=== design 1 ===
Figure 1. Met3 routing (design 1).
Scale bar: 20 um.
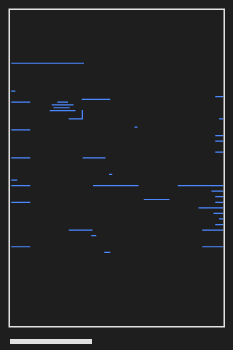
Figure 2. Signal wires on met1 (design 1).
Cells faint in the background.
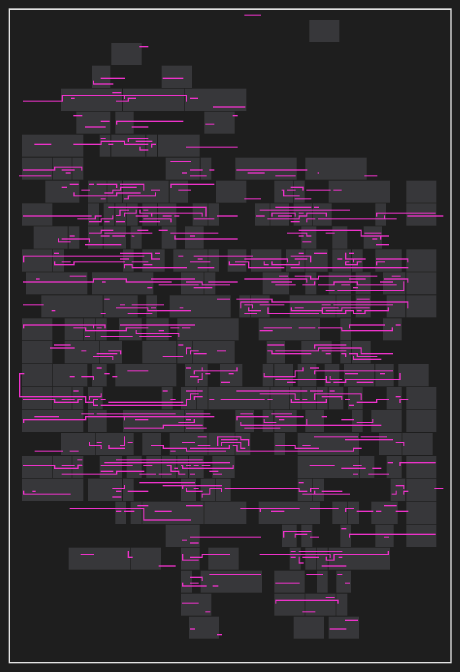
**src/rtl/nrisc_pkg.sv**
```systemverilog
// nRisc control-unit shared definitions: opcodes, ALU encodings,
// instruction field positions and the control FSM state type.
package nrisc_pkg;

  localparam logic [2:0] OP_ADD   = 3'b000;
  localparam logic [2:0] OP_SHIFT = 3'b001;
  localparam logic [2:0] OP_LOAD  = 3'b010;
  localparam logic [2:0] OP_STORE = 3'b011;
  localparam logic [2:0] OP_BEQ   = 3'b100;
  localparam logic [2:0] OP_JMP   = 3'b101;
  localparam logic [2:0] OP_HALT  = 3'b110;
  localparam logic [2:0] OP_ILL   = 3'b111;

  localparam logic [2:0] ALU_ADD   = 3'b000;
  localparam logic [2:0] ALU_SHIFT = 3'b001;
  localparam logic [2:0] ALU_NOP   = 3'b111;

  localparam int OP_HI    = 7;
  localparam int OP_LO    = 5;
  localparam int FLAG_BIT = 0;

  typedef enum logic [3:0] {
    S_IDLE,
    S_FETCH,
    S_DECODE,
    S_EXEC,
    S_MEM,
    S_WB,
    S_BRANCH,
    S_HALTED,
    S_FAULT
  } state_t;

endpackage

```
**src/rtl/nrisc_retire_cnt.sv**
```systemverilog
// Retired-instruction counter: synchronous clear, increment enable,
// wraps silently at 2^W.
module nrisc_retire_cnt #(
  parameter int W = 16
) (
  input  logic         clock,
  input  logic         clr,
  input  logic         inc,
  output logic [W-1:0] cnt
);

  always_ff @(posedge clock) begin
    if (clr)
      cnt <= '0;
    else if (inc)
      cnt <= cnt + W'(1);
  end

endmodule

```
**src/rtl/nrisc_ctrl_fsm.sv**
```systemverilog
// Multicycle control FSM for the 8-bit nRisc core.
// Optional memory-wait timeout: define NRISC_MEM_TIMEOUT_EN.
module nrisc_ctrl_fsm
  import nrisc_pkg::*;
#(
  parameter int RETIRE_W       = 16,
  parameter int TIMEOUT_CYCLES = 15
) (
  input  logic                clock,
  input  logic                reset,
  input  logic                run,
  input  logic [7:0]          instr,
  input  logic                mem_ready,
  input  logic                Zero,
  output logic [2:0]          alu_op,
  output logic                alu_ctrl,
  output logic                ir_we,
  output logic                pc_inc,
  output logic                pc_load,
  output logic                reg_we,
  output logic                reg_wsel,
  output logic                mem_rd,
  output logic                mem_wr,
  output logic                halted,
  output logic                fault,
  output logic [RETIRE_W-1:0] retired
);

  state_t     state;
  logic [2:0] op;
  logic       flag;
  logic       timeout;
  logic       ret_inc;
  logic [3:0] unused_bits;

  assign unused_bits = instr[4:1];

`ifdef NRISC_MEM_TIMEOUT_EN
  localparam int WAIT_W = $clog2(TIMEOUT_CYCLES + 1);

  logic [WAIT_W-1:0] wcnt;
  logic              waiting;

  assign waiting = (state == S_FETCH || state == S_MEM)
                   && !mem_ready;

  // Cleared whenever not stalled, so every FETCH/MEM entry starts at 0.
  always_ff @(posedge clock) begin
    if (reset || !waiting)
      wcnt <= '0;
    else
      wcnt <= wcnt + WAIT_W'(1);
  end

  assign timeout = waiting
    && (wcnt == WAIT_W'(TIMEOUT_CYCLES - 1));
`else
  assign timeout = 1'b0;
`endif

  always_ff @(posedge clock) begin
    if (reset) begin
      state <= S_IDLE;
      op    <= '0;
      flag  <= 1'b0;
    end else begin
      unique case (state)
        S_IDLE:
          if (run) state <= S_FETCH;
        S_FETCH:
          if (mem_ready) begin
            op    <= instr[OP_HI:OP_LO];
            flag  <= instr[FLAG_BIT];
            state <= S_DECODE;
          end else if (timeout) begin
            state <= S_FAULT;
          end
        S_DECODE:
          unique case (op)
            OP_ADD, OP_SHIFT,
            OP_LOAD, OP_STORE: state <= S_EXEC;
            OP_BEQ:            state <= S_BRANCH;
            OP_JMP:            state <= S_FETCH;
            OP_HALT:           state <= S_HALTED;
            default:           state <= S_FAULT;
          endcase
        S_EXEC:
          if (op == OP_LOAD || op == OP_STORE)
            state <= S_MEM;
          else
            state <= S_WB;
        S_MEM:
          if (mem_ready)
            state <= (op == OP_LOAD) ? S_WB : S_FETCH;
          else if (timeout)
            state <= S_FAULT;
        S_WB:     state <= S_FETCH;
        S_BRANCH: state <= S_FETCH;
        S_HALTED: state <= S_HALTED;
        S_FAULT:  state <= S_FAULT;
        default:  state <= S_IDLE;
      endcase
    end
  end

  always_comb begin
    alu_op   = ALU_NOP;
    alu_ctrl = 1'b0;
    ir_we    = 1'b0;
    pc_inc   = 1'b0;
    pc_load  = 1'b0;
    reg_we   = 1'b0;
    reg_wsel = 1'b0;
    mem_rd   = 1'b0;
    mem_wr   = 1'b0;
    halted   = 1'b0;
    fault    = 1'b0;
    ret_inc  = 1'b0;
    unique case (state)
      S_FETCH: begin
        mem_rd = 1'b1;
        ir_we  = mem_ready;
        pc_inc = mem_ready;
      end
      S_DECODE: begin
        pc_load = (op == OP_JMP);
        ret_inc = (op == OP_JMP) || (op == OP_HALT);
      end
      S_EXEC: begin
        alu_op   = (op == OP_SHIFT) ? ALU_SHIFT : ALU_ADD;
        alu_ctrl = (op == OP_SHIFT) && flag;
      end
      S_MEM: begin
        mem_rd  = (op == OP_LOAD);
        mem_wr  = (op == OP_STORE);
        ret_inc = mem_ready && (op == OP_STORE);
      end
      S_WB: begin
        reg_we   = 1'b1;
        reg_wsel = (op == OP_LOAD);
        ret_inc  = 1'b1;
      end
      S_BRANCH: begin
        alu_op  = ALU_ADD;
        pc_load = Zero;
        ret_inc = 1'b1;
      end
      S_HALTED: halted = 1'b1;
      S_FAULT: begin
        halted = 1'b1;
        fault  = 1'b1;
      end
      default: ;
    endcase
  end

  nrisc_retire_cnt #(
    .W (RETIRE_W)
  ) u_retire (
    .clock (clock),
    .clr   (reset),
    .inc   (ret_inc),
    .cnt   (retired)
  );

endmodule
```
**config.mk**
```make
export PLATFORM = sky130hd
export DESIGN_NAME = nrisc_ctrl_fsm
export DESIGN_NICKNAME = d
export VERILOG_FILES = /design/src/rtl/nrisc_pkg.sv /design/src/rtl/nrisc_retire_cnt.sv /design/src/rtl/nrisc_ctrl_fsm.sv
export SDC_FILE = /design/constraint.sdc
export NUM_CORES = 1
export LEC_CHECK = 0
export CAP_MARGIN = 20
export CORE_ASPECT_RATIO = 1.5
export CORE_UTILIZATION = 40
export CTS_CLUSTER_DIAMETER = 80
export DETAILED_ROUTE_END_ITERATION = 12
export GPL_ROUTABILITY_DRIVEN = 1
export PLACE_DENSITY = 0.78
export SYNTH_ARGS = -nofsm -noshare
export SYNTH_HDL_FRONTEND = slang
export SYNTH_SLANG_ARGS = --single-unit
```
**constraint.sdc**
```tcl
create_clock -name clock -period 3.2 [get_ports clock]
set_input_delay 0.48 -clock clock [delete_from_list [all_inputs] [get_ports clock]]
set_output_delay 0.48 -clock clock [all_outputs]
set_load 0.01 [all_outputs]
```
==> ci_impl_report.md <==
## Synthesis and layout report

| Metric | Value |
|---|---|
| Status | `completed` |
| Setup-failing EPs final | `0` |
| Core Box Area | `3650 um2` |
| Vias in the first global route | `1273` |
| Post-DP Area | `1870 um2` |
| Largest delay share family, worst path | `buffers and inverters` |
| Routed wl met2 | `1.67 mm` |
| Worst r2r path cells | `5` |
| Worst Setup Slack, final | `0.529 ns` |
| Met3 wire length | `147 um` |
| Adder share | `0.828%` |
| Synth mux share | `9.69%` |
| Max reg flops | `16` |
| Largest class | `multi-input combinational cells` |
| Setup crit end kind | `output pin` |
| DRC viols | `0` |
| Fillers | `371` |
| I/O Buffers | `37` |
| Gr usage total | `17.7%` |
| Setup WS pre-CTS | `0.726 ns` |
| Slew headroom | `63.5%` |
| Non-clk buf share | `19.8%` |
| Nonclk buf count | `38` |
| And+or+nand+nor area frac | `31.6%` |
| Ratio of cells with drive above 1 in the final layout | `9.95%` |
| Peak supply drop | `0.000247 V` |
| # resized after CTS | `0` |
| Post-synth top flop | `dfxtp_1` |
| FP Core Util | `41.4%` |
| Synth Register Bits | `24` |
| Post-synth cell types | `43` |
| Final Core Density | `52.3%` |
| Mapped Cells | `194` |
| Switching fraction of total power | `27.3%` |
| Placed Cells | `261` |
| Worst reg-to-reg setup slack | `0.87 ns` |
| Root Buffer | `clkbuf_8` |
| Final Non-Filler Cells | `264` |
| Met1 WL | `1.34 mm` |
| Pwr Total | `0.615 mW` |
| Largest Register | `u_retire.cnt` |
| Worst setup SP type | `flop` |
| Commonest Layout Cell | `clkdlybuf4s50_1` |
| Non-clk invs | `7` |
| Clk sinks | `24` |
| Largest net degree at the start of global routing | `22` |
| Hold Path Sink | `flag$_SDFFE_PP0P_` |
| Yosys Instances | `194` |
| P_leak | `0.676 nW` |
| Die x size | `52.2 um` |
| R2r startpoint | `state[1]$_SDFFE_PP0P_` |
| Top cells by count, synth | `nor2_1 (25), dfxtp_1 (24), nand2_1 (17)` |
| Crit path DRT | `2.72 ns` |
| MI comb cells | `149` |
| Highest Clock Rate | `0.374 GHz` |
| DP HPWL | `2.39 mm` |
| Tmin final | `2.67 ns` |
| CP arrival | `2.19 ns` |
| Crit-path max FO | `14` |
| Flop pwr share | `53.6%` |
| Initial antenna violation count | `0` |
| Crit-path cells | `nor2b_1, nand3_1, inv_1, clkdlybuf4s50_1` |
| Post-CTS Setup Bufs | `0` |
| CTS Buf Count | `3` |
| Cell-internal power | `0.447 mW` |
| Clk ins delay skew pair | `0.27 ns` |
| P_sw | `0.168 mW` |
## Picture notes: Figure 1
The longest straight run is 17.5 um. The wires run mostly horizontal. The layer holds 4.6% of the routed length. 34 nets have wire on it.
vias post-DR: 1465
total routed wirelength: 3.24 mm
GR Layer Usage met3: 2.58%

## Picture notes: Figure 2
The layer carries 1340 um of wire. The layer holds 41% of the routed length.
met1 Usage GRT: 20.7%


=== design 2 ===
Figure 3. Metal 2 (design 2).
Scale bar: 50 um.
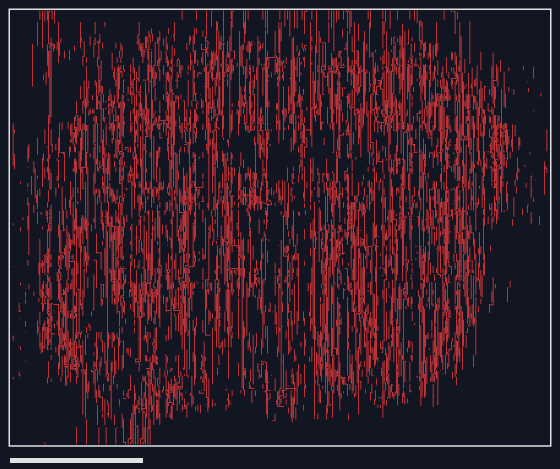
Figure 4. Clock nets (design 2).
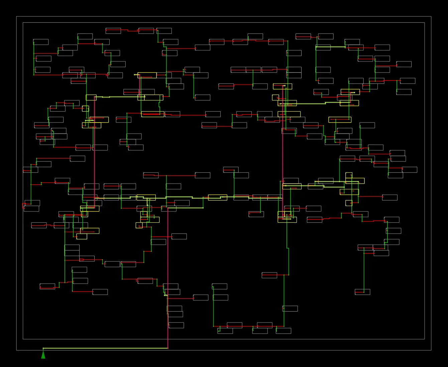
## config.mk

```make
export PLATFORM = sky130hd
export DESIGN_NAME = seq_divider
export DESIGN_NICKNAME = d
export VERILOG_FILES = /design/src/rtl/seq_divider.sv
export SDC_FILE = /design/constraint.sdc
export NUM_CORES = 1
export LEC_CHECK = 0
export ABC_AREA = 1
export CAP_MARGIN = 40
export CORE_ASPECT_RATIO = 0.8
export CORE_MARGIN = 3
export CORE_UTILIZATION = 41
export CTS_CLUSTER_DIAMETER = 50
export DETAILED_ROUTE_END_ITERATION = 8
export PLACE_DENSITY = 0.7
export RECOVER_POWER = 50
export SLEW_MARGIN = 40
export SYNTH_ARGS = -nofsm -noshare
export SYNTH_HDL_FRONTEND = slang
export SYNTH_SLANG_ARGS = --single-unit
```

## constraint.sdc

```tcl
create_clock -name clk -period 3.77 [get_ports clk]
set_clock_uncertainty 0.05 [all_clocks]
set_input_delay 0.754 -clock clk [delete_from_list [all_inputs] [get_ports clk]]
set_output_delay 0.754 -clock clk [all_outputs]
set_load 0.01 [all_outputs]
```

## src/rtl/seq_divider.sv

```systemverilog
// rtl/seq_divider.sv - iterative restoring divider, one quotient bit per clock, signed or unsigned
module seq_divider #(
    parameter int WIDTH = 32
) (
    input  logic             clk,
    input  logic             rst,
    input  logic             start,
    input  logic             signed_op,
    input  logic [WIDTH-1:0] dividend,
    input  logic [WIDTH-1:0] divisor,
    output logic             busy,
    output logic             done,
    output logic [WIDTH-1:0] quotient,
    output logic [WIDTH-1:0] remainder,
    output logic             div_by_zero
);

    localparam int CW = $clog2(WIDTH + 1);

    typedef enum logic [1:0] {
        IDLE,
        RUN,
        DONE
    } state_t;

    state_t state, state_next;

    logic [CW-1:0]    count;
    logic [WIDTH-1:0] dvd_sh;
    logic [WIDTH-1:0] dvs_mag;
    logic [WIDTH-1:0] prem;
    logic             q_neg;
    logic             r_neg;

    logic             accept;
    logic             divisor_zero;
    logic             last_step;
    logic             dvd_neg;
    logic             dvs_neg;
    logic [WIDTH-1:0] dvd_abs;
    logic [WIDTH-1:0] dvs_abs;
    logic [WIDTH:0]   shifted;
    logic [WIDTH+1:0] trial;
    logic             q_bit;
    logic [WIDTH-1:0] prem_next;
    logic [WIDTH-1:0] quo_next;

    always_comb begin
        accept       = start && (state != RUN);
        divisor_zero = (divisor == '0);
        last_step    = (count == CW'(1));
        dvd_neg      = signed_op & dividend[WIDTH-1];
        dvs_neg      = signed_op & divisor[WIDTH-1];
        dvd_abs      = dvd_neg ? -dividend : dividend;
        dvs_abs      = dvs_neg ? -divisor : divisor;
        // The shifted partial remainder keeps its top bit so large unsigned divisors stay exact.
        shifted      = {prem, dvd_sh[WIDTH-1]};
        trial        = {1'b0, shifted} - {2'b00, dvs_mag};
        q_bit        = ~trial[WIDTH+1];
        prem_next    = q_bit ? trial[WIDTH-1:0] : shifted[WIDTH-1:0];
        quo_next     = {dvd_sh[WIDTH-2:0], q_bit};
    end

    always_ff @(posedge clk) begin
        if (rst) begin
            state <= IDLE;
        end else begin
            state <= state_next;
        end
    end

    always_comb begin
        state_next = state;
        case (state)
            IDLE: begin
                if (start) begin
                    state_next = divisor_zero ? DONE : RUN;
                end
            end
            RUN: begin
                if (last_step) begin
                    state_next = DONE;
                end
            end
            DONE: begin
                if (start) begin
                    state_next = divisor_zero ? DONE : RUN;
                end else begin
                    state_next = IDLE;
                end
            end
            default: state_next = IDLE;
        endcase
    end

    always_ff @(posedge clk) begin
        if (rst) begin
            count       <= '0;
            dvd_sh      <= '0;
            dvs_mag     <= '0;
            prem        <= '0;
            q_neg       <= 1'b0;
            r_neg       <= 1'b0;
            quotient    <= '0;
            remainder   <= '0;
            div_by_zero <= 1'b0;
        end else if (accept) begin
            count       <= CW'(WIDTH);
            dvd_sh      <= dvd_abs;
            dvs_mag     <= dvs_abs;
            prem        <= '0;
            q_neg       <= dvd_neg ^ dvs_neg;
            r_neg       <= dvd_neg;
            div_by_zero <= divisor_zero;
            if (divisor_zero) begin
                quotient  <= '1;
                remainder <= dividend;
            end
        end else if (state == RUN) begin
            count  <= count - CW'(1);
            dvd_sh <= quo_next;
            prem   <= prem_next;
            if (last_step) begin
                quotient  <= q_neg ? -quo_next : quo_next;
                remainder <= r_neg ? -prem_next : prem_next;
            end
        end
    end

    always_comb begin
        busy = (state == RUN);
        done = (state == DONE);
    end

endmodule
```

==> ci_impl_report.md <==
## Synthesis and layout report

| Metric | Value |
|---|---|
| Top cells, area | `dfxtp_1 (27%), nand2_1 (15%), inv_1 (9.3%), nand3_1 (6.1%), o21ai_0 (5.9%)` |
| Non-clk invs | `330` |
| # resized after CTS | `0` |
| Logic area | `7810 um2` |
| Initial antenna violation count | `2` |
| Yosys Instances | `2084` |
| Commonest Layout Cell | `nand2_1` |
| Yosys aoi share | `20.2%` |
| Worst Setup Slack, final | `0.180 ns` |
| Hold Path Sink | `quotient[19]$_SDFFE_PP0P_` |
| # hold bufs at CTS | `0` |
| Clk sinks | `171` |
| Gr usage total | `27.9%` |
| FP Rows | `57` |
| Peak supply drop | `0.000398 V` |
| Async S/R FF share, synth | `0%` |
| I/O Buffers | `134` |
| Combinational share of power | `47.1%` |
| Clock group total power | `1.95 mW` |
| M2 GR Usage | `40.1%` |
| Final cycle utilization of the critical path | `95.2%` |
| Number of H-tree levels | `4` |
| Worst reg-to-reg setup slack | `0.18 ns` |
| Status | `completed` |
| Hold path start | `quotient[19]$_SDFFE_PP0P_` |
| R2r startpoint | `dvs_mag[24]$_SDFFE_PP0P_` |
| P_seq | `2.03 mW` |
| Worst setup path end | `quotient[24]$_SDFFE_PP0P_` |
| Largest delay share family, worst path | `simple AND/OR/NAND/NOR gates` |
| Final Core Density | `51.4%` |
| I/O Pins | `135` |
| Highest Clock Rate | `0.279 GHz` |
| Clk ins delay skew pair | `0.45 ns` |
| CP Launch Point | `dvs_mag[24]$_SDFFE_PP0P_` |
| Fillers | `3109` |
| Post-synth top flop | `dfxtp_1` |
| Hold Path Stages | `2` |
| DRC viols | `0` |
| Setup crit end kind | `flop` |
| Stages on the worst setup path | `25` |
| Vias in the first global route | `13205` |
| Max-area cell share | `26.9%` |
| Post-DP Area | `15000 um2` |
| Buf/Inv on CP | `8` |
| Synth Register Bits | `171` |
| Ratio of cells with drive above 1 in the final layout | `9.48%` |
| CP max stage cell | `ha_1` |
| PwrDens | `480 nW/um2` |
| Largest class | `multi-input combinational cells` |
| And+or+nand+nor area frac | `34.1%` |
| Crit-path max FO | `3` |
| Tmin final | `3.59 ns` |
| Tool warnings | `27` |
## Picture notes: Figure 3
The layer carries 19400 um of wire. The longest straight run is 58.6 um. The wires run mostly vertical. 1891 nets have wire on it. The layer holds 41% of the routed length.
total routed wirelength: 47.7 mm
vias post-DR: 14626

## Picture notes: Figure 4
flop count: 171
# clk buffers: 19


Power is estimated from default activity; no workload was simulated.
